######## i2s_tx_flat ########
===== src/rtl/i2s_tx_if.sv =====
// i2s_tx_if: valid/ready sample stream carrying one signed mono sample per
// transfer from a sample source (master) to the I2S transmitter (slave).
interface i2s_tx_if #(
    parameter int DATA_WIDTH = 24
);
    logic                         in_valid;
    logic                         in_ready;
    logic signed [DATA_WIDTH-1:0] in_data;

    modport master (
        output in_valid,
        output in_data,
        input  in_ready
    );

    modport slave (
        input  in_valid,
        input  in_data,
        output in_ready
    );
endinterface


===== src/rtl/i2s_tx.sv =====
// i2s_tx: sink for a signed valid/ready sample stream. Each accepted mono
// sample is serialised MSB-first onto a standard I2S link (bclk, lrclk,
// sdata) and sent identically on the left and right channels. bclk and
// lrclk are derived from clk. A frame that starts with no sample held is
// sent as zeros and flagged with a one-cycle underrun pulse.
// Optional feature: define I2S_TX_UNDERRUN_CNT_EN to add a saturating
// 16-bit underrun_count output.
module i2s_tx #(
    parameter int CLK_DIV    = 2,
    parameter int DATA_WIDTH = 24,
    parameter int SLOT_WIDTH = 32
) (
    input  logic        clk,
    input  logic        reset,
    i2s_tx_if.slave     src,
    output logic        bclk,
    output logic        lrclk,
    output logic        sdata,
    output logic        underrun
`ifdef I2S_TX_UNDERRUN_CNT_EN
    ,
    output logic [15:0] underrun_count
`endif
);
    localparam int FRAME_BITS = 2 * SLOT_WIDTH;
    localparam int DIV_W      = (CLK_DIV > 1) ? $clog2(CLK_DIV) : 1;
    localparam int BIT_W      = $clog2(FRAME_BITS);

    localparam logic [DIV_W-1:0] DIV_LAST = DIV_W'(CLK_DIV - 1);
    localparam logic [BIT_W-1:0] BIT_LAST = BIT_W'(FRAME_BITS - 1);
    localparam logic [BIT_W-1:0] SLOT_POS = BIT_W'(SLOT_WIDTH);
    localparam logic [BIT_W-1:0] DATA_POS = BIT_W'(DATA_WIDTH);

    logic [DIV_W-1:0]             div_cnt;
    logic [BIT_W-1:0]             bit_cnt;
    logic [BIT_W-1:0]             bit_next;
    logic [BIT_W-1:0]             slot_pos;
    logic signed [DATA_WIDTH-1:0] holding;
    logic signed [DATA_WIDTH-1:0] frame;
    logic signed [DATA_WIDTH-1:0] frame_next;
    logic                         full;
    logic                         full_next;
    logic                         div_wrap;
    logic                         fall;
    logic                         frame_start;
    logic                         accept;

    // Bit of the frame word driven at slot position pos: MSB at pos 1
    // (one-bclk I2S delay), zero at pos 0 and past the last data bit.
    function automatic logic serial_bit(input logic signed [DATA_WIDTH-1:0] word,
                                        input logic [BIT_W-1:0] pos);
        logic [DATA_WIDTH-1:0] shifted;
        shifted    = word << (pos - BIT_W'(1));
        serial_bit = 1'b0;
        if (pos != '0 && pos <= DATA_POS) begin
            serial_bit = shifted[DATA_WIDTH-1];
        end
    endfunction

`ifdef I2S_TX_UNDERRUN_CNT_EN
    // Increment that sticks at all-ones instead of wrapping.
    function automatic logic [15:0] sat_inc(input logic [15:0] value);
        sat_inc = (value == 16'hFFFF) ? value : value + 16'd1;
    endfunction
`endif

    // Timing events, next bit position and the frame/holding hand-over.
    always_comb begin
        div_wrap    = (div_cnt == DIV_LAST);
        fall        = div_wrap && bclk;
        frame_start = fall && (bit_cnt == BIT_LAST);
        bit_next    = (bit_cnt == BIT_LAST) ? '0 : bit_cnt + BIT_W'(1);
        slot_pos    = (bit_next >= SLOT_POS) ? bit_next - SLOT_POS : bit_next;
        accept      = src.in_valid && src.in_ready;
        frame_next  = frame;
        full_next   = full;
        if (frame_start) begin
            frame_next = full ? holding : '0;
            full_next  = 1'b0;
        end
        // Holding is never full when in_ready is high, so an accept can
        // only refill an empty (or just-emptied) holding register.
        if (accept) begin
            full_next = 1'b1;
        end
    end

    // Clock divider: toggle bclk every CLK_DIV clk cycles.
    always_ff @(posedge clk or posedge reset) begin
        if (reset) begin
            div_cnt <= '0;
            bclk    <= 1'b0;
        end else if (div_wrap) begin
            div_cnt <= '0;
            bclk    <= ~bclk;
        end else begin
            div_cnt <= div_cnt + DIV_W'(1);
        end
    end

    // Serialiser: on each bclk falling edge advance the bit position and
    // update word select and data so both are stable at the rising edge.
    always_ff @(posedge clk or posedge reset) begin
        if (reset) begin
            bit_cnt <= BIT_LAST;
            lrclk   <= 1'b0;
            sdata   <= 1'b0;
            frame   <= '0;
        end else if (fall) begin
            bit_cnt <= bit_next;
            lrclk   <= (bit_next >= SLOT_POS);
            sdata   <= serial_bit(frame_next, slot_pos);
            frame   <= frame_next;
        end
    end

    // Input handshake: single-entry holding register, ready while empty;
    // underrun flags a frame that had to start with nothing held.
    always_ff @(posedge clk or posedge reset) begin
        if (reset) begin
            holding      <= '0;
            full         <= 1'b0;
            src.in_ready <= 1'b0;
            underrun     <= 1'b0;
        end else begin
            if (accept) begin
                holding <= src.in_data;
            end
            full         <= full_next;
            src.in_ready <= ~full_next;
            underrun     <= frame_start && !full;
        end
    end

`ifdef I2S_TX_UNDERRUN_CNT_EN
    // Saturating count of underrun pulses, one cycle behind the pulse.
    always_ff @(posedge clk or posedge reset) begin
        if (reset) begin
            underrun_count <= '0;
        end else if (underrun) begin
            underrun_count <= sat_inc(underrun_count);
        end
    end
`endif
endmodule


===== src/flat_wrapper.sv =====
// flat-port wrapper written by rule: the top's interface ports become plain ports
module i2s_tx_flat 
#(
    parameter int CLK_DIV    = 2,
    parameter int DATA_WIDTH = 24,
    parameter int SLOT_WIDTH = 32
)
  (clk, reset, bclk, lrclk, sdata, underrun, src_in_valid, src_in_data, src_in_ready);
  i2s_tx_if #(.DATA_WIDTH(DATA_WIDTH)) src_i ();
  input  logic clk;
  input  logic reset;
  output logic bclk;
  output logic lrclk;
  output logic sdata;
  output logic underrun;
  input wire logic [$bits(src_i.in_valid)-1:0] src_in_valid;
  input wire logic [$bits(src_i.in_data)-1:0] src_in_data;
  output wire logic [$bits(src_i.in_ready)-1:0] src_in_ready;
  assign src_i.in_valid = src_in_valid;
  assign src_i.in_data = src_in_data;
  assign src_in_ready = src_i.in_ready;
  i2s_tx #(.CLK_DIV(CLK_DIV), .DATA_WIDTH(DATA_WIDTH), .SLOT_WIDTH(SLOT_WIDTH)) u_core (.clk(clk), .reset(reset), .src(src_i), .bclk(bclk), .lrclk(lrclk), .sdata(sdata), .underrun(underrun));
endmodule

===== config.mk =====
export PLATFORM = sky130hd
export DESIGN_NAME = i2s_tx_flat
export DESIGN_NICKNAME = d
export VERILOG_FILES = /design/src/rtl/i2s_tx_if.sv /design/src/rtl/i2s_tx.sv /design/src/flat_wrapper.sv
export SDC_FILE = /design/constraint.sdc
export NUM_CORES = 1
export LEC_CHECK = 0
export ABC_AREA = 0
export CORE_MARGIN = 2
export CORE_UTILIZATION = 48
export DETAILED_ROUTE_END_ITERATION = 10
export PLACE_DENSITY_LB_ADDON = 0.2
export RECOVER_POWER = 25
export REMOVE_ABC_BUFFERS = 1
export SLEW_MARGIN = 20
export SYNTH_ARGS = -nofsm -noshare
export SYNTH_HDL_FRONTEND = slang
export SYNTH_SLANG_ARGS = --single-unit

===== constraint.sdc =====
create_clock -name clk -period 2.42 [get_ports clk]
set_input_delay 0.484 -clock clk [delete_from_list [all_inputs] [get_ports clk]]
set_output_delay 0.484 -clock clk [all_outputs]
set_load 0.05 [all_outputs]

######## pipe_hazard_ctrl ########
==> config.mk <==
export PLATFORM = sky130hd
export DESIGN_NAME = pipe_hazard_ctrl
export DESIGN_NICKNAME = d
export VERILOG_FILES = /design/src/rtl/pipe_pkg.sv /design/src/rtl/pipe_hazard_ctrl_sat_counter.sv /design/src/rtl/pipe_hazard_ctrl.sv
export SDC_FILE = /design/constraint.sdc
export NUM_CORES = 1
export LEC_CHECK = 0
export ABC_AREA = 0
export CELL_PAD_IN_SITES_DETAIL_PLACEMENT = 1
export CELL_PAD_IN_SITES_GLOBAL_PLACEMENT = 2
export CORE_MARGIN = 8
export CORE_UTILIZATION = 31
export DETAILED_ROUTE_END_ITERATION = 16
export DONT_BUFFER_PORTS = 1
export PLACE_DENSITY_LB_ADDON = 0.1
export SLEW_MARGIN = 5
export SYNTH_ARGS = -nofsm -noshare
export SYNTH_HDL_FRONTEND = slang
export SYNTH_HIERARCHICAL = 1
export SYNTH_SLANG_ARGS = --single-unit
export TNS_END_PERCENT = 100
==> constraint.sdc <==
create_clock -name clock -period 2.7 [get_ports clock]
set_clock_uncertainty 0.1 [all_clocks]
set_input_delay 0.27 -clock clock [delete_from_list [all_inputs] [get_ports clock]]
set_output_delay 0.27 -clock clock [all_outputs]
set_load 0.005 [all_outputs]
==> src/rtl/pipe_pkg.sv <==
// Shared decode helpers for the IF/ID/EX hazard controller: opcodes,
// instruction field positions, controller states and register-usage functions.
package pipe_pkg;

  localparam int OP_MSB = 15;
  localparam int OP_LSB = 12;
  localparam int RS_MSB = 11;
  localparam int RS_LSB = 10;
  localparam int RT_MSB = 9;
  localparam int RT_LSB = 8;
  localparam int RD_MSB = 7;
  localparam int RD_LSB = 6;

  typedef logic [3:0] opcode_t;
  typedef logic [1:0] reg_t;

  localparam opcode_t OPC_R0   = 4'b0000;
  localparam opcode_t OPC_R1   = 4'b0001;
  localparam opcode_t OPC_R2   = 4'b0010;
  localparam opcode_t OPC_R3   = 4'b0011;
  localparam opcode_t OPC_ADDI = 4'b0100;
  localparam opcode_t OPC_LW   = 4'b0101;
  localparam opcode_t OPC_SW   = 4'b0110;
  localparam opcode_t OPC_R7   = 4'b0111;
  localparam opcode_t OPC_BEQ  = 4'b1000;
  localparam opcode_t OPC_BNE  = 4'b1001;
  localparam opcode_t OPC_HALT = 4'b1111;

  typedef enum logic [1:0] {
    RUN      = 2'd0,
    MEM_WAIT = 2'd1,
    HALTED   = 2'd2
  } state_e;

  function automatic logic is_rtype(opcode_t op);
    return (op == OPC_R0) || (op == OPC_R1) || (op == OPC_R2) ||
           (op == OPC_R3) || (op == OPC_R7);
  endfunction

  function automatic logic writes_reg(opcode_t op);
    return is_rtype(op) || (op == OPC_ADDI) || (op == OPC_LW);
  endfunction

  // Only meaningful when writes_reg() is true for the same instruction.
  function automatic reg_t dest_reg(logic [15:0] ir);
    if (is_rtype(ir[OP_MSB:OP_LSB])) return ir[RD_MSB:RD_LSB];
    return ir[RT_MSB:RT_LSB];
  endfunction

  function automatic logic uses_rt(opcode_t op);
    return is_rtype(op) || (op == OPC_SW) || (op == OPC_BEQ) || (op == OPC_BNE);
  endfunction

endpackage

==> src/rtl/pipe_hazard_ctrl_sat_counter.sv <==
// Saturating up-counter on the pipeline (falling) edge with synchronous
// active-low clear; holds at all-ones instead of wrapping.
module sat_counter #(
  parameter int CNT_W = 16
) (
  input  logic             clock,
  input  logic             resetn,
  input  logic             inc,
  output logic [CNT_W-1:0] count
);

  logic [CNT_W-1:0] cnt_q, cnt_d;

  // Next count: step only while below the all-ones ceiling.
  always_comb begin
    cnt_d = cnt_q;
    if (inc && (cnt_q != '1)) cnt_d = cnt_q + 1'b1;
  end

  // Count register, cleared synchronously.
  always_ff @(negedge clock) begin
    if (!resetn) cnt_q <= '0;
    else         cnt_q <= cnt_d;
  end

  assign count = cnt_q;

endmodule

==> src/rtl/pipe_hazard_ctrl.sv <==
// Sequencing controller for the 3-stage IF/ID/EX pipeline: RAW stalls,
// taken-branch flush, data-memory wait, HALT, and stall/flush counters.
// Build option: define FORWARD_EN to replace RAW stalls with EX->ID forwarding.
//
//   state    | meaning
//   ---------+---------------------------------------------------------
//   RUN      | normal issue; hazards resolved cycle by cycle
//   MEM_WAIT | LW/SW in EX waiting for dmem_ready, pipeline frozen
//   HALTED   | HALT retired from EX; frozen until reset
module pipe_hazard_ctrl
  import pipe_pkg::*;
#(
  parameter int          CNT_W   = 16,
  parameter logic [3:0]  OP_HALT = OPC_HALT
) (
  input  logic             clock,
  input  logic             resetn,
  input  logic [15:0]      ifid_ir,
  input  logic [15:0]      idex_ir,
  input  logic             idex_valid,
  input  logic             branch_taken,
  input  logic             imem_ready,
  input  logic             dmem_ready,
  output logic             pc_write,
  output logic             pc_sel_branch,
  output logic             ifid_write,
  output logic             ifid_flush,
  output logic             idex_bubble,
  output logic             idex_hold,
  output logic             dmem_req,
  output logic             fwd_a,
  output logic             fwd_b,
  output logic             halted,
  output logic [CNT_W-1:0] stall_cnt,
  output logic [CNT_W-1:0] flush_cnt
);

  state_e  state_q, state_d, eff_state;
  opcode_t id_op, ex_op;
  reg_t    id_rs, id_rt, ex_dest;
  logic    ex_writes, raw_a, raw_b, raw_stall, fwd_en;
  logic    ex_mem, mem_stall, ex_halt;
  logic    stall_inc, flush_inc;

`ifdef FORWARD_EN
  assign fwd_en = 1'b1;
`else
  assign fwd_en = 1'b0;
`endif

  assign id_op   = ifid_ir[OP_MSB:OP_LSB];
  assign id_rs   = ifid_ir[RS_MSB:RS_LSB];
  assign id_rt   = ifid_ir[RT_MSB:RT_LSB];
  assign ex_op   = idex_ir[OP_MSB:OP_LSB];
  assign ex_dest = dest_reg(idex_ir);

  // $0 is hardwired, so a write to it never creates a dependency.
  assign ex_writes = idex_valid && writes_reg(ex_op) && (ex_dest != 2'd0);
  assign raw_a     = ex_writes && (id_op != OP_HALT) && (id_rs == ex_dest);
  assign raw_b     = ex_writes && uses_rt(id_op) && (id_rt == ex_dest);
  assign raw_stall = !fwd_en && (raw_a || raw_b);

  assign ex_mem    = idex_valid && ((ex_op == OPC_LW) || (ex_op == OPC_SW));
  assign mem_stall = ex_mem && !dmem_ready;
  assign ex_halt   = idex_valid && (ex_op == OP_HALT);

  // While reset is asserted the outputs decode as if already back in RUN.
  assign eff_state = resetn ? state_q : RUN;

  // State register on the pipeline edge.
  always_ff @(negedge clock) begin
    if (!resetn) state_q <= RUN;
    else         state_q <= state_d;
  end

  // Next state: HALTED is sticky; otherwise track the EX memory handshake.
  always_comb begin
    state_d = state_q;
    case (state_q)
      HALTED:  state_d = HALTED;
      default: begin
        if (ex_halt)        state_d = HALTED;
        else if (mem_stall) state_d = MEM_WAIT;
        else                state_d = RUN;
      end
    endcase
  end

  // Pipeline controls by priority: halted, memory wait, branch, RAW, fetch wait.
  always_comb begin
    pc_write      = 1'b0;
    pc_sel_branch = 1'b0;
    ifid_write    = 1'b0;
    ifid_flush    = 1'b0;
    idex_bubble   = 1'b0;
    idex_hold     = 1'b0;
    dmem_req      = 1'b0;
    fwd_a         = 1'b0;
    fwd_b         = 1'b0;
    flush_inc     = 1'b0;
    if (eff_state == HALTED) begin
      idex_bubble = 1'b1;
    end else begin
      dmem_req = ex_mem;
      if (mem_stall) begin
        idex_hold = 1'b1;
      end else if (branch_taken) begin
        // ID holds a wrong-path instruction, so any RAW match is irrelevant.
        pc_write      = 1'b1;
        pc_sel_branch = 1'b1;
        ifid_flush    = 1'b1;
        idex_bubble   = 1'b1;
        flush_inc     = 1'b1;
      end else if (raw_stall) begin
        idex_bubble = 1'b1;
      end else begin
        fwd_a = fwd_en && raw_a;
        fwd_b = fwd_en && raw_b;
        if (!imem_ready) begin
          ifid_flush = 1'b1;
        end else begin
          pc_write   = 1'b1;
          ifid_write = 1'b1;
        end
      end
    end
  end

  assign halted    = (eff_state == HALTED);
  assign stall_inc = !halted && !pc_write;

  sat_counter #(.CNT_W(CNT_W)) u_stall_cnt (
    .clock  (clock),
    .resetn (resetn),
    .inc    (stall_inc),
    .count  (stall_cnt)
  );

  sat_counter #(.CNT_W(CNT_W)) u_flush_cnt (
    .clock  (clock),
    .resetn (resetn),
    .inc    (flush_inc),
    .count  (flush_cnt)
  );

endmodule

######## exec_output_arbiter ########
`src/rtl/exec_output_arbiter.sv`:
```
// Round-robin arbiter collecting results from four execution units into a
// single registered slot handed to the memory stage.
module exec_output_arbiter #(
  parameter int ROBsize    = 16,
  parameter int ROBsizeLog = $clog2(ROBsize + 1)
) (
  input  logic                       clk_i,
  input  logic                       reset_i,
  input  logic [3:0]                 valid_i,
  input  logic [3:0][63:0]           executeVal_i,
  input  logic [3:0][9:0]            executeCommands_i,
  input  logic [3:0][ROBsizeLog-1:0] executeTag_i,
  input  logic [3:0][3:0]            executeFlags_i,
  output logic [3:0]                 canGo_o,
  input  logic                       memReady_i,
  input  logic                       flush_i,
  output logic [63:0]                dataToMem_o,
  output logic [9:0]                 commandsToMem_o,
  output logic [ROBsizeLog-1:0]      tagToMem_o,
  output logic [3:0]                 flagsToMem_o,
  output logic                       valid_o
);

  logic                  valid_q, valid_d;
  logic [63:0]           data_q, data_d;
  logic [9:0]            cmd_q, cmd_d;
  logic [ROBsizeLog-1:0] tag_q, tag_d;
  logic [3:0]            flags_q, flags_d;
  logic [1:0]            rr_ptr_q, rr_ptr_d;

  logic                  reg_free;
  logic                  grant_any;
  logic [1:0]            grant_idx;
  logic [3:0]            grant;

  // Grant search: walking from the farthest candidate back to rr_ptr lets the
  // nearest requesting unit win without a priority chain written out by hand.
  always_comb begin
    logic [1:0] idx;
    idx       = '0;
    grant     = '0;
    grant_idx = rr_ptr_q;
    grant_any = 1'b0;
    reg_free  = !valid_q || memReady_i;
    if (reset_i && !flush_i && reg_free) begin
      for (int k = 3; k >= 0; k--) begin
        idx = rr_ptr_q + 2'(k);
        if (valid_i[idx]) begin
          grant_idx = idx;
          grant_any = 1'b1;
        end
      end
      if (grant_any) grant[grant_idx] = 1'b1;
    end
  end

  assign canGo_o = grant;

  always_comb begin
    valid_d  = valid_q;
    data_d   = data_q;
    cmd_d    = cmd_q;
    tag_d    = tag_q;
    flags_d  = flags_q;
    rr_ptr_d = rr_ptr_q;
    if (flush_i) begin
      valid_d = 1'b0;
    end else if (grant_any) begin
      valid_d  = 1'b1;
      data_d   = executeVal_i[grant_idx];
      cmd_d    = executeCommands_i[grant_idx];
      tag_d    = executeTag_i[grant_idx];
      flags_d  = executeFlags_i[grant_idx];
      rr_ptr_d = grant_idx + 2'd1;
    end else if (memReady_i) begin
      // Drained with nothing to replace it: data fields keep their last value.
      valid_d = 1'b0;
    end
  end

  always_ff @(posedge clk_i or negedge reset_i) begin
    if (!reset_i) begin
      valid_q  <= 1'b0;
      data_q   <= '0;
      cmd_q    <= '0;
      tag_q    <= '0;
      flags_q  <= '0;
      rr_ptr_q <= '0;
    end else begin
      valid_q  <= valid_d;
      data_q   <= data_d;
      cmd_q    <= cmd_d;
      tag_q    <= tag_d;
      flags_q  <= flags_d;
      rr_ptr_q <= rr_ptr_d;
    end
  end

  assign valid_o         = valid_q;
  assign dataToMem_o     = data_q;
  assign commandsToMem_o = cmd_q;
  assign tagToMem_o      = tag_q;
  assign flagsToMem_o    = flags_q;

endmodule
```
`config.mk`:
```
export PLATFORM = sky130hd
export DESIGN_NAME = exec_output_arbiter
export DESIGN_NICKNAME = d
export VERILOG_FILES = /design/src/rtl/exec_output_arbiter.sv
export SDC_FILE = /design/constraint.sdc
export NUM_CORES = 1
export LEC_CHECK = 0
export ABC_AREA = 0
export CELL_PAD_IN_SITES_DETAIL_PLACEMENT = 2
export CELL_PAD_IN_SITES_GLOBAL_PLACEMENT = 2
export CORE_ASPECT_RATIO = 2
export CORE_UTILIZATION = 19
export DETAILED_ROUTE_END_ITERATION = 16
export GPL_TIMING_DRIVEN = 0
export PLACE_DENSITY_LB_ADDON = 0.05
export SLEW_MARGIN = 30
export SYNTH_ARGS = -nofsm -noshare
export SYNTH_HDL_FRONTEND = slang
export SYNTH_SLANG_ARGS = --single-unit
```
`constraint.sdc`:
```
create_clock -name clk_i -period 2.1 [get_ports clk_i]
set_input_delay 0.42 -clock clk_i [delete_from_list [all_inputs] [get_ports clk_i]]
set_output_delay 0.42 -clock clk_i [all_outputs]
set_load 0.01 [all_outputs]
```
######## debug_frame_ctrl_flat ########
File: config.mk
export PLATFORM = sky130hd
export DESIGN_NAME = debug_frame_ctrl_flat
export DESIGN_NICKNAME = d
export VERILOG_FILES = /design/src/rtl/debug_frame_ctrl_if.sv /design/src/rtl/debug_frame_ctrl.sv /design/src/flat_wrapper.sv
export SDC_FILE = /design/constraint.sdc
export NUM_CORES = 2
export LEC_CHECK = 0
export CAP_MARGIN = 20
export CORE_AREA = 2 2 330 332
export DETAILED_ROUTE_END_ITERATION = 10
export DIE_AREA = 0 0 332 334
export PLACE_DENSITY = 0.69
export SETUP_SLACK_MARGIN = 0.5
export SYNTH_ARGS = -nofsm -noshare
export SYNTH_HDL_FRONTEND = slang
export SYNTH_SLANG_ARGS = --single-unit
File: constraint.sdc
create_clock -name clock -period 6 [get_ports clock]
set_input_delay 1.5 -clock clock [delete_from_list [all_inputs] [get_ports clock]]
set_output_delay 1.5 -clock clock [all_outputs]
set_load 0.02 [all_outputs]
File: src/rtl/debug_frame_ctrl_if.sv
// rtl/debug_frame_ctrl_if.sv - UART FIFO and debug RAM port bundle for the debug frame controller
interface debug_frame_ctrl_if #(
    parameter int ADDR_W = 8
);
    logic [7:0]        rx_data;
    logic              rx_valid;
    logic              rx_pop;
    logic              tx_ready;
    logic [7:0]        tx_data;
    logic              tx_wr;
    logic [31:0]       mem_rdata;
    logic [ADDR_W-1:0] mem_addr;
    logic              mem_sel;

    modport master (
        input  rx_data, rx_valid, tx_ready, mem_rdata,
        output rx_pop, tx_data, tx_wr, mem_addr, mem_sel
    );

    modport slave (
        output rx_data, rx_valid, tx_ready, mem_rdata,
        input  rx_pop, tx_data, tx_wr, mem_addr, mem_sel
    );
endinterface

File: src/rtl/debug_frame_ctrl.sv
// rtl/debug_frame_ctrl.sv - UART-driven run/step/breakpoint control with framed pipeline snapshot dump
module debug_frame_ctrl #(
    parameter int NUM_BYTES = 95,
    parameter int MEM_WORDS = 5,
    parameter int PC_W      = 8,
    parameter int ADDR_W    = 8
) (
    input  logic                   clock,
    input  logic                   reset,
    input  logic                   end_of_program,
    input  logic [PC_W-1:0]        pc,
    input  logic [NUM_BYTES*8-1:0] snap_bus,
    debug_frame_ctrl_if.master     bus,
    output logic                   pipe_enable,
    output logic                   pipe_reset,
    output logic [2:0]             state_o
);
    localparam int TOTAL = NUM_BYTES + 4*MEM_WORDS + 2;
    localparam int IDX_W = $clog2(TOTAL);
    localparam logic [IDX_W-1:0]  LAST_IDX  = IDX_W'(TOTAL - 1);
    localparam logic [IDX_W-1:0]  SNAP_END  = IDX_W'(NUM_BYTES);
    localparam logic [ADDR_W-1:0] LAST_WORD = ADDR_W'(MEM_WORDS - 1);
    localparam logic [7:0] CMD_C = 8'h63, CMD_S = 8'h73, CMD_B = 8'h62, CMD_N = 8'h6e, CMD_X = 8'h78;

    typedef enum logic [2:0] {IDLE, CONT, STEP, BRK_ARG, LATCH, SEND, DONE} state_t;

    state_t                 state, stateNext, ret, retNext, brkRet, brkRetNext;
    logic [PC_W-1:0]        bpPc;
    logic                   bpEn, setBp, clrBp, stopNow;
    logic [NUM_BYTES*8-1:0] snapReg;
    logic [IDX_W-1:0]       idx;
    logic [IDX_W+2:0]       snapOff;
    logic [1:0]             byteSel;
    logic [ADDR_W-1:0]      memAddr;
    logic [23:0]            memLow;
    logic                   bubble, txWr, inRam;
    logic [7:0]             txData;

    assign stopNow = end_of_program || (bpEn && pc == bpPc);
    assign txWr    = (state == SEND) && !bubble && bus.tx_ready;
    assign inRam   = (idx > SNAP_END) && (idx != LAST_IDX);
    assign snapOff = {idx - IDX_W'(1), 3'b000};

    always_comb begin
        stateNext   = state;
        retNext     = ret;
        brkRetNext  = brkRet;
        bus.rx_pop  = 1'b0;
        pipe_enable = 1'b0;
        setBp       = 1'b0;
        clrBp       = 1'b0;
        case (state)
            IDLE, STEP: if (bus.rx_valid) begin
                bus.rx_pop = 1'b1;
                case (bus.rx_data)
                    CMD_C: stateNext = CONT;
                    CMD_S: stateNext = STEP;
                    CMD_B: begin brkRetNext = state; stateNext = BRK_ARG; end
                    CMD_X: clrBp = 1'b1;
                    CMD_N: if (state == STEP) begin
                        pipe_enable = 1'b1;
                        retNext     = end_of_program ? IDLE : STEP;
                        stateNext   = LATCH;
                    end
                    default: ;
                endcase
            end
            BRK_ARG: if (bus.rx_valid) begin
                bus.rx_pop = 1'b1;
                setBp      = 1'b1;
                stateNext  = brkRet;
            end
            // Stop must gate the enable in the very cycle it is seen
            CONT: if (stopNow) begin
                retNext   = end_of_program ? IDLE : STEP;
                stateNext = LATCH;
            end else begin
                pipe_enable = 1'b1;
            end
            LATCH:   stateNext = SEND;
            SEND:    if (txWr && idx == LAST_IDX) stateNext = DONE;
            DONE:    stateNext = ret;
            default: stateNext = IDLE;
        endcase
    end

    always_comb begin
        txData = 8'h00;
        if (idx == '0)
            txData = 8'hA5;
        else if (idx <= SNAP_END)
            txData = snapReg[snapOff +: 8];
        else if (idx == LAST_IDX)
            txData = 8'h5A;
        else
            case (byteSel)
                2'd0:    txData = bus.mem_rdata[31:24];
                2'd1:    txData = memLow[23:16];
                2'd2:    txData = memLow[15:8];
                default: txData = memLow[7:0];
            endcase
    end

    always_ff @(posedge clock) begin
        if (reset) begin
            state   <= IDLE;
            ret     <= IDLE;
            brkRet  <= IDLE;
            bpEn    <= 1'b0;
            bpPc    <= '0;
            snapReg <= '0;
            idx     <= '0;
            byteSel <= '0;
            memAddr <= '0;
            memLow  <= '0;
            bubble  <= 1'b0;
        end else begin
            state  <= stateNext;
            ret    <= retNext;
            brkRet <= brkRetNext;
            if (setBp) begin
                bpPc <= bus.rx_data[PC_W-1:0];
                bpEn <= 1'b1;
            end
            if (clrBp) bpEn <= 1'b0;
            if (bubble) bubble <= 1'b0;
            if (state == LATCH) begin
                snapReg <= snap_bus;
                memAddr <= '0;
                idx     <= '0;
                byteSel <= '0;
                bubble  <= 1'b0;
            end
            if (txWr) begin
                idx <= idx + IDX_W'(1);
                if (inRam) begin
                    if (byteSel == 2'd0) memLow <= bus.mem_rdata[23:0];
                    byteSel <= byteSel + 2'd1;
                    // Next word's read data lands one cycle after the address moves
                    if (byteSel == 2'd3 && memAddr != LAST_WORD) begin
                        memAddr <= memAddr + ADDR_W'(1);
                        bubble  <= 1'b1;
                    end
                end
            end
        end
    end

    assign bus.tx_wr    = txWr;
    assign bus.tx_data  = (state == SEND) ? txData : 8'h00;
    assign bus.mem_addr = memAddr;
    assign bus.mem_sel  = (state == LATCH) || (state == SEND);
    assign pipe_reset   = (state == IDLE);
    assign state_o      = state;
endmodule

File: src/flat_wrapper.sv
// flat-port wrapper written by rule: the top's interface ports become plain ports
module debug_frame_ctrl_flat 
#(
    parameter int NUM_BYTES = 95,
    parameter int MEM_WORDS = 5,
    parameter int PC_W      = 8,
    parameter int ADDR_W    = 8
)
  (clock, reset, end_of_program, pc, snap_bus, pipe_enable, pipe_reset, state_o, bus_rx_data, bus_rx_valid, bus_tx_ready, bus_mem_rdata, bus_rx_pop, bus_tx_data, bus_tx_wr, bus_mem_addr, bus_mem_sel);
  debug_frame_ctrl_if #(.ADDR_W(ADDR_W)) bus_i ();
  input  logic clock;
  input  logic reset;
  input  logic end_of_program;
  input  logic [PC_W-1:0] pc;
  input  logic [NUM_BYTES*8-1:0] snap_bus;
  output logic pipe_enable;
  output logic pipe_reset;
  output logic [2:0] state_o;
  input wire logic [$bits(bus_i.rx_data)-1:0] bus_rx_data;
  input wire logic [$bits(bus_i.rx_valid)-1:0] bus_rx_valid;
  input wire logic [$bits(bus_i.tx_ready)-1:0] bus_tx_ready;
  input wire logic [$bits(bus_i.mem_rdata)-1:0] bus_mem_rdata;
  output wire logic [$bits(bus_i.rx_pop)-1:0] bus_rx_pop;
  output wire logic [$bits(bus_i.tx_data)-1:0] bus_tx_data;
  output wire logic [$bits(bus_i.tx_wr)-1:0] bus_tx_wr;
  output wire logic [$bits(bus_i.mem_addr)-1:0] bus_mem_addr;
  output wire logic [$bits(bus_i.mem_sel)-1:0] bus_mem_sel;
  assign bus_i.rx_data = bus_rx_data;
  assign bus_i.rx_valid = bus_rx_valid;
  assign bus_i.tx_ready = bus_tx_ready;
  assign bus_i.mem_rdata = bus_mem_rdata;
  assign bus_rx_pop = bus_i.rx_pop;
  assign bus_tx_data = bus_i.tx_data;
  assign bus_tx_wr = bus_i.tx_wr;
  assign bus_mem_addr = bus_i.mem_addr;
  assign bus_mem_sel = bus_i.mem_sel;
  debug_frame_ctrl #(.NUM_BYTES(NUM_BYTES), .MEM_WORDS(MEM_WORDS), .PC_W(PC_W), .ADDR_W(ADDR_W)) u_core (.clock(clock), .reset(reset), .end_of_program(end_of_program), .pc(pc), .snap_bus(snap_bus), .bus(bus_i), .pipe_enable(pipe_enable), .pipe_reset(pipe_reset), .state_o(state_o));
endmodule
Fig. 1: pipe_hazard_ctrl, met3 routing
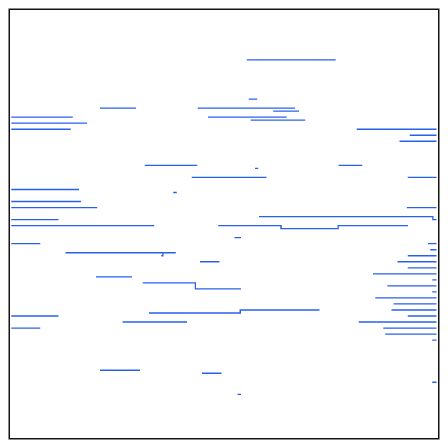
nets with wire on the layer: 47
share of all routed wire: 8.7%
main direction: horizontal
longest straight run: 39.1 um
wire length on this layer: 665 um
DR vias: 2313
final WL: 7.61 mm

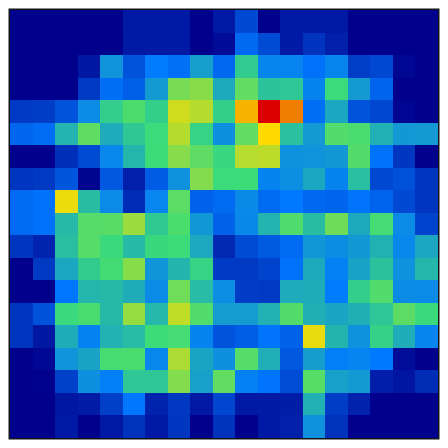
Fig. 2. Routed metal per tile (pipe_hazard_ctrl).
The die is cut into 19 by 19 equal tiles; dark blue is low, red is high, scaled to the fullest tile. Values are wire area over tile area, all layers added.
mean over tiles: 0.13
tiles over half the peak: 14%
nearly empty tiles: 16%

==> job_summary.md, pipe_hazard_ctrl <==
## Synthesis and layout report

| Metric | Value |
|---|---|
| Tap cell count | `77` |
| Synth cell types | `49` |
| Site Rows | `29` |
| Design Area, Final | `0.00319 sq mm` |
| Run status | `finished, violations left` |
| Port bufs | `0` |
| Residual DRC | `0` |
| Final tally of max-slew violations | `0` |
| Hold Path Sink | `u_flush_cnt/count[11]$_SDFFE_NN0P_` |
| WP buf/inv | `0` |
| Final std cells w/o fill | `401` |
| CTS-repair resized insts | `54` |
| Seq area share | `21.4%` |
| Violated checks | `setup timing` |
| Synth Flop Type | `dfxtp_1` |
| Synth Register Bits | `34` |
| P_leak | `0.00121 uW` |
| Met3 wire length | `664 um` |
| HP Class | `reg2reg` |
| Ports | `80` |
| Log Warnings | `79` |
| Cell family with most CP delay | `simple AND/OR/NAND/NOR gates` |
| Multi-In Gates | `198` |
| Worst setup margin | `-0.839 ns` |
| PD cells | `412 mW/mm^2` |
| CTS Buf Count | `5` |
| Setup-failing EPs final | `37` |
| Fa+ha+maj area frac | `1.24%` |
| Post-Syn Instances | `251` |
| Setup crit end kind | `flop` |
| Hold Slack | `0.445 ns` |
| MUX share of area | `1.49%` |
| Clock-cell share | `6.83%` |
| Worst Path Arrival | `2.38 ns` |
## pipe_hazard_ctrl: worst max-delay path by stage
stage | slack (ns) | to
floorplan | -1.24 | u_stall_cnt/count[13]$_SDFFE_NN0P_
global placement | -1.24 | u_stall_cnt/count[13]$_SDFFE_NN0P_
detailed placement | -1.28 | u_stall_cnt/count[9]$_SDFFE_NN0P_
CTS | -0.84 | u_stall_cnt/count[13]$_SDFFE_NN0P_
global route | -0.94 | u_stall_cnt/count[9]$_SDFFE_NN0P_
finish | -0.84 | u_stall_cnt/count[9]$_SDFFE_NN0P_
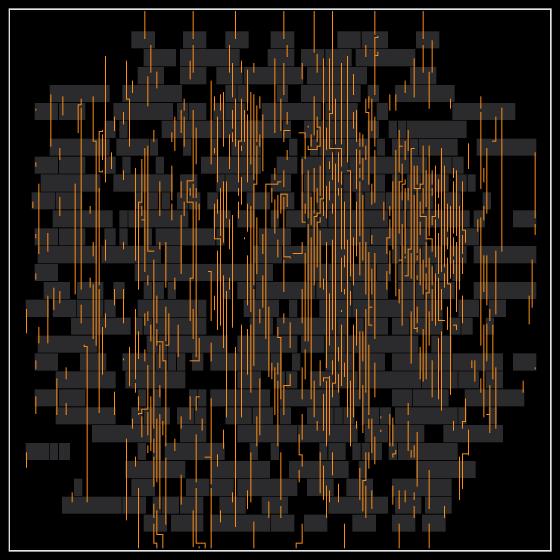
Fig. 3. M2 wires (i2s_tx_flat).
Cells faint in the background.
longest straight run: 33.3 um
main direction: vertical

==> job_summary.md, i2s_tx_flat <==
## Synthesis and layout report

| Metric | Value |
|---|---|
| Pre-CTS WS | `-0.0552 ns` |
| Core Area | `0.00592 sq mm` |
| Reg2reg path depth | `8` |
| First-pass GRT wire length | `10.0 mm` |
| CTS tree | `done` |
| Grt met2 use | `30.6%` |
| Max-Cap Viols | `1` |
| Post-Syn Instances | `280` |
| Final WL | `6.30 mm` |
| Maximum fanout along the worst path | `5` |
| H-tree levels | `3` |
| Violated checks | `capacitance limit` |
| Gr usage total | `20.3%` |
| Largest net degree at the start of global routing | `62` |
| Synthesis area per yosys | `0.00292 sq mm` |
| Fa+ha+maj area frac | `0.856%` |
| HP Class | `reg2reg` |
| Met3 Use GR | `6.81%` |
| Run status | `finished, violations left` |
| Logic area | `0.00137 sq mm` |
## i2s_tx_flat: per-layer routing
layer / share of wire [%] / up-vias
met5: 0 / -
met4: 1.6 / 0
met3: 4.5 / 13
met2: 47 / 43
met1: 46 / 1107
li1: - / 1078
## i2s_tx_flat: tightest hold or removal path: cells and delay by family (launching register included)
family | cells | cell delay (ns)
flip-flops | 1 | 0.34
AND/OR/NAND/NOR | 2 | 0.09
## i2s_tx_flat: cell type report
class                   count  area share, %
clock inverters             2          0.930
inverters                   8          0.797
flip-flops and latches     61           40.7
repair buffers             63           14.8
multi-input cells         192           36.4
well taps                  75           2.49
clock buffers              12           3.85
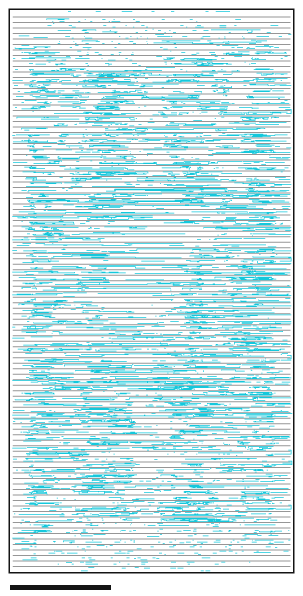
Fig. 4. Metal 1 (exec_output_arbiter).
The bar under the picture is 50 um long. Supply wires on this layer in grey.
share of all routed wire: 34%
longest straight run: 71.3 um
main direction: horizontal
DR vias: 9436
final WL: 50.7 mm

==> job_summary.md, exec_output_arbiter <==
## Synthesis and layout report

| Metric | Value |
|---|---|
| Violated checks | `setup timing` |
| Initial antenna violation count | `8` |
| RR Startpoint | `rr_ptr_q[1]$_DFFE_PN0P_` |
| H-tree levels | `3` |
| Xor/xnor share | `0.121%` |
| Setup crit end | `canGo_o[3]` |
| Synth Area in Simple Gates | `7.37%` |
| Synth Flop Type | `dfrtp_1` |
| Post-layout period usage | `123%` |
| Clock net power | `1960 uW` |
| Yosys top cell by instances | `dfrtp_1` |
| Mapped Area | `0.00725 sq mm` |
| WS Path Type | `reg2out` |
| Run status | `finished, violations left` |
| Power share of the sequential group | `20.8%` |
| Die Height | `278 um` |
| Setup TNS | `-24.32 ns` |
| Worst setup margin | `-0.493 ns` |
| Top cells excl fill/tap | `clkdlybuf4s50_1, dfrtp_1, o21ai_0, inv_1` |
| Hold Slack | `0.0709 ns` |
| Gr usage total | `25.9%` |
| Ys Warns | `0` |
| Setup-failing EPs final | `86` |
[exec_output_arbiter: layer usage]
metal	global-route usage [%]	wire length, um	part of all wire (%)
met4	12.2	2020	4.0
met5	0	0	0
met3	5.14	2550	5.0
met2	52.3	29000	57
met1	24.2	17100	34
[exec_output_arbiter: area by class of cell]
type	instances	area, sq um
Multi-Input combinational cell	533	4750
Antenna cell	8	20.0
Timing Repair Buffer	481	5070
Clock inverter	7	103
Inverter	83	312
Sequential cell	86	2150
Tap cell	459	574
Buffer	116	875
Clock buffer	9	225
Fill cell	4068	23300
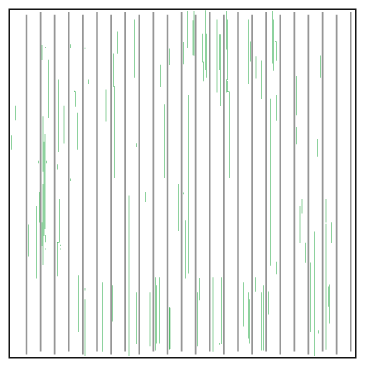
Fig. 5. Signal wires on met4 (debug_frame_ctrl_flat).
Supply wires on this layer in grey.
share of all routed wire: 3.0%
main direction: vertical
DR vias: 33211
final WL: 143 mm

==> job_summary.md, debug_frame_ctrl_flat <==
## Synthesis and layout report

| Metric | Value |
|---|---|
| CTS Buf Count | `88` |
| CP cell instances | `inv_2 > ha_4 > buf_12 > buf_4 > bufbuf_16 > mux4_2 > mux4_2 > a21oi_1 > nand3_1 > a22o_1 > dlygate4sd2_1` |
| WS Path Type | `reg2out` |
| Clock net power | `5480 uW` |
| Via density | `5.19` |
| Slew @ Worst Pin | `1.09 ns` |
| Post-route ant nets | `0` |
| First-pass GRT wire length | `205 mm` |
| Vias in the first global route | `32144` |
| WP depth | `11` |
| Gr usage total | `24.7%` |
| CTS-repair resized insts | `48` |
| Initial drt markers | `2870` |
| PD cells | `241 mW/mm^2` |
| Cell internal pwr | `9100 uW` |
| Run status | `completed` |
| H-tree levels | `3` |
debug_frame_ctrl_flat: routing by layer:
layer	part of all wire (%)	wire length [um]	GRT usage, %
met2	49	70300	42.3
met3	7.2	10300	5.33
met5	0.15	222	0
met4	3.0	4350	8.65
met1	41	58100	30.5
debug_frame_ctrl_flat: final cells by class:
| cell class | instances | area share (%) |
|---|---|---|
| flip-flops and latches | 818 | 34.0 |
| clock inverters | 24 | 0.628 |
| inverters | 11 | 0.0856 |
| clock buffers | 135 | 5.35 |
| diodes | 23 | 0.119 |
| multi-input cells | 3052 | 36.6 |
| repair buffers | 926 | 19.6 |
| well taps | 1414 | 3.67 |


==> screenshots <==
Met3 routing.
panel A
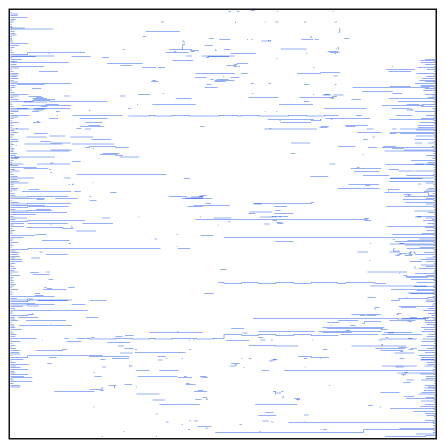
panel B
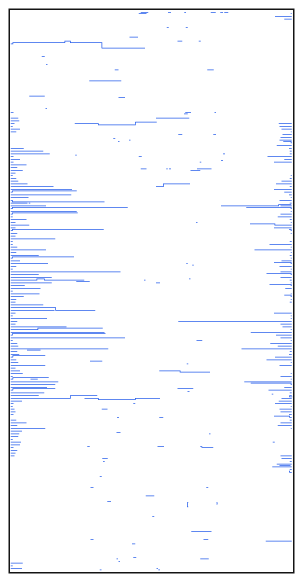
panel C
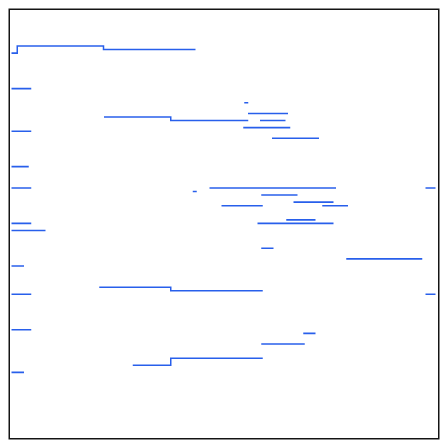
- panel B = exec_output_arbiter
- panel A = debug_frame_ctrl_flat
- panel C = i2s_tx_flat

Power and IR drop assume default switching activity.
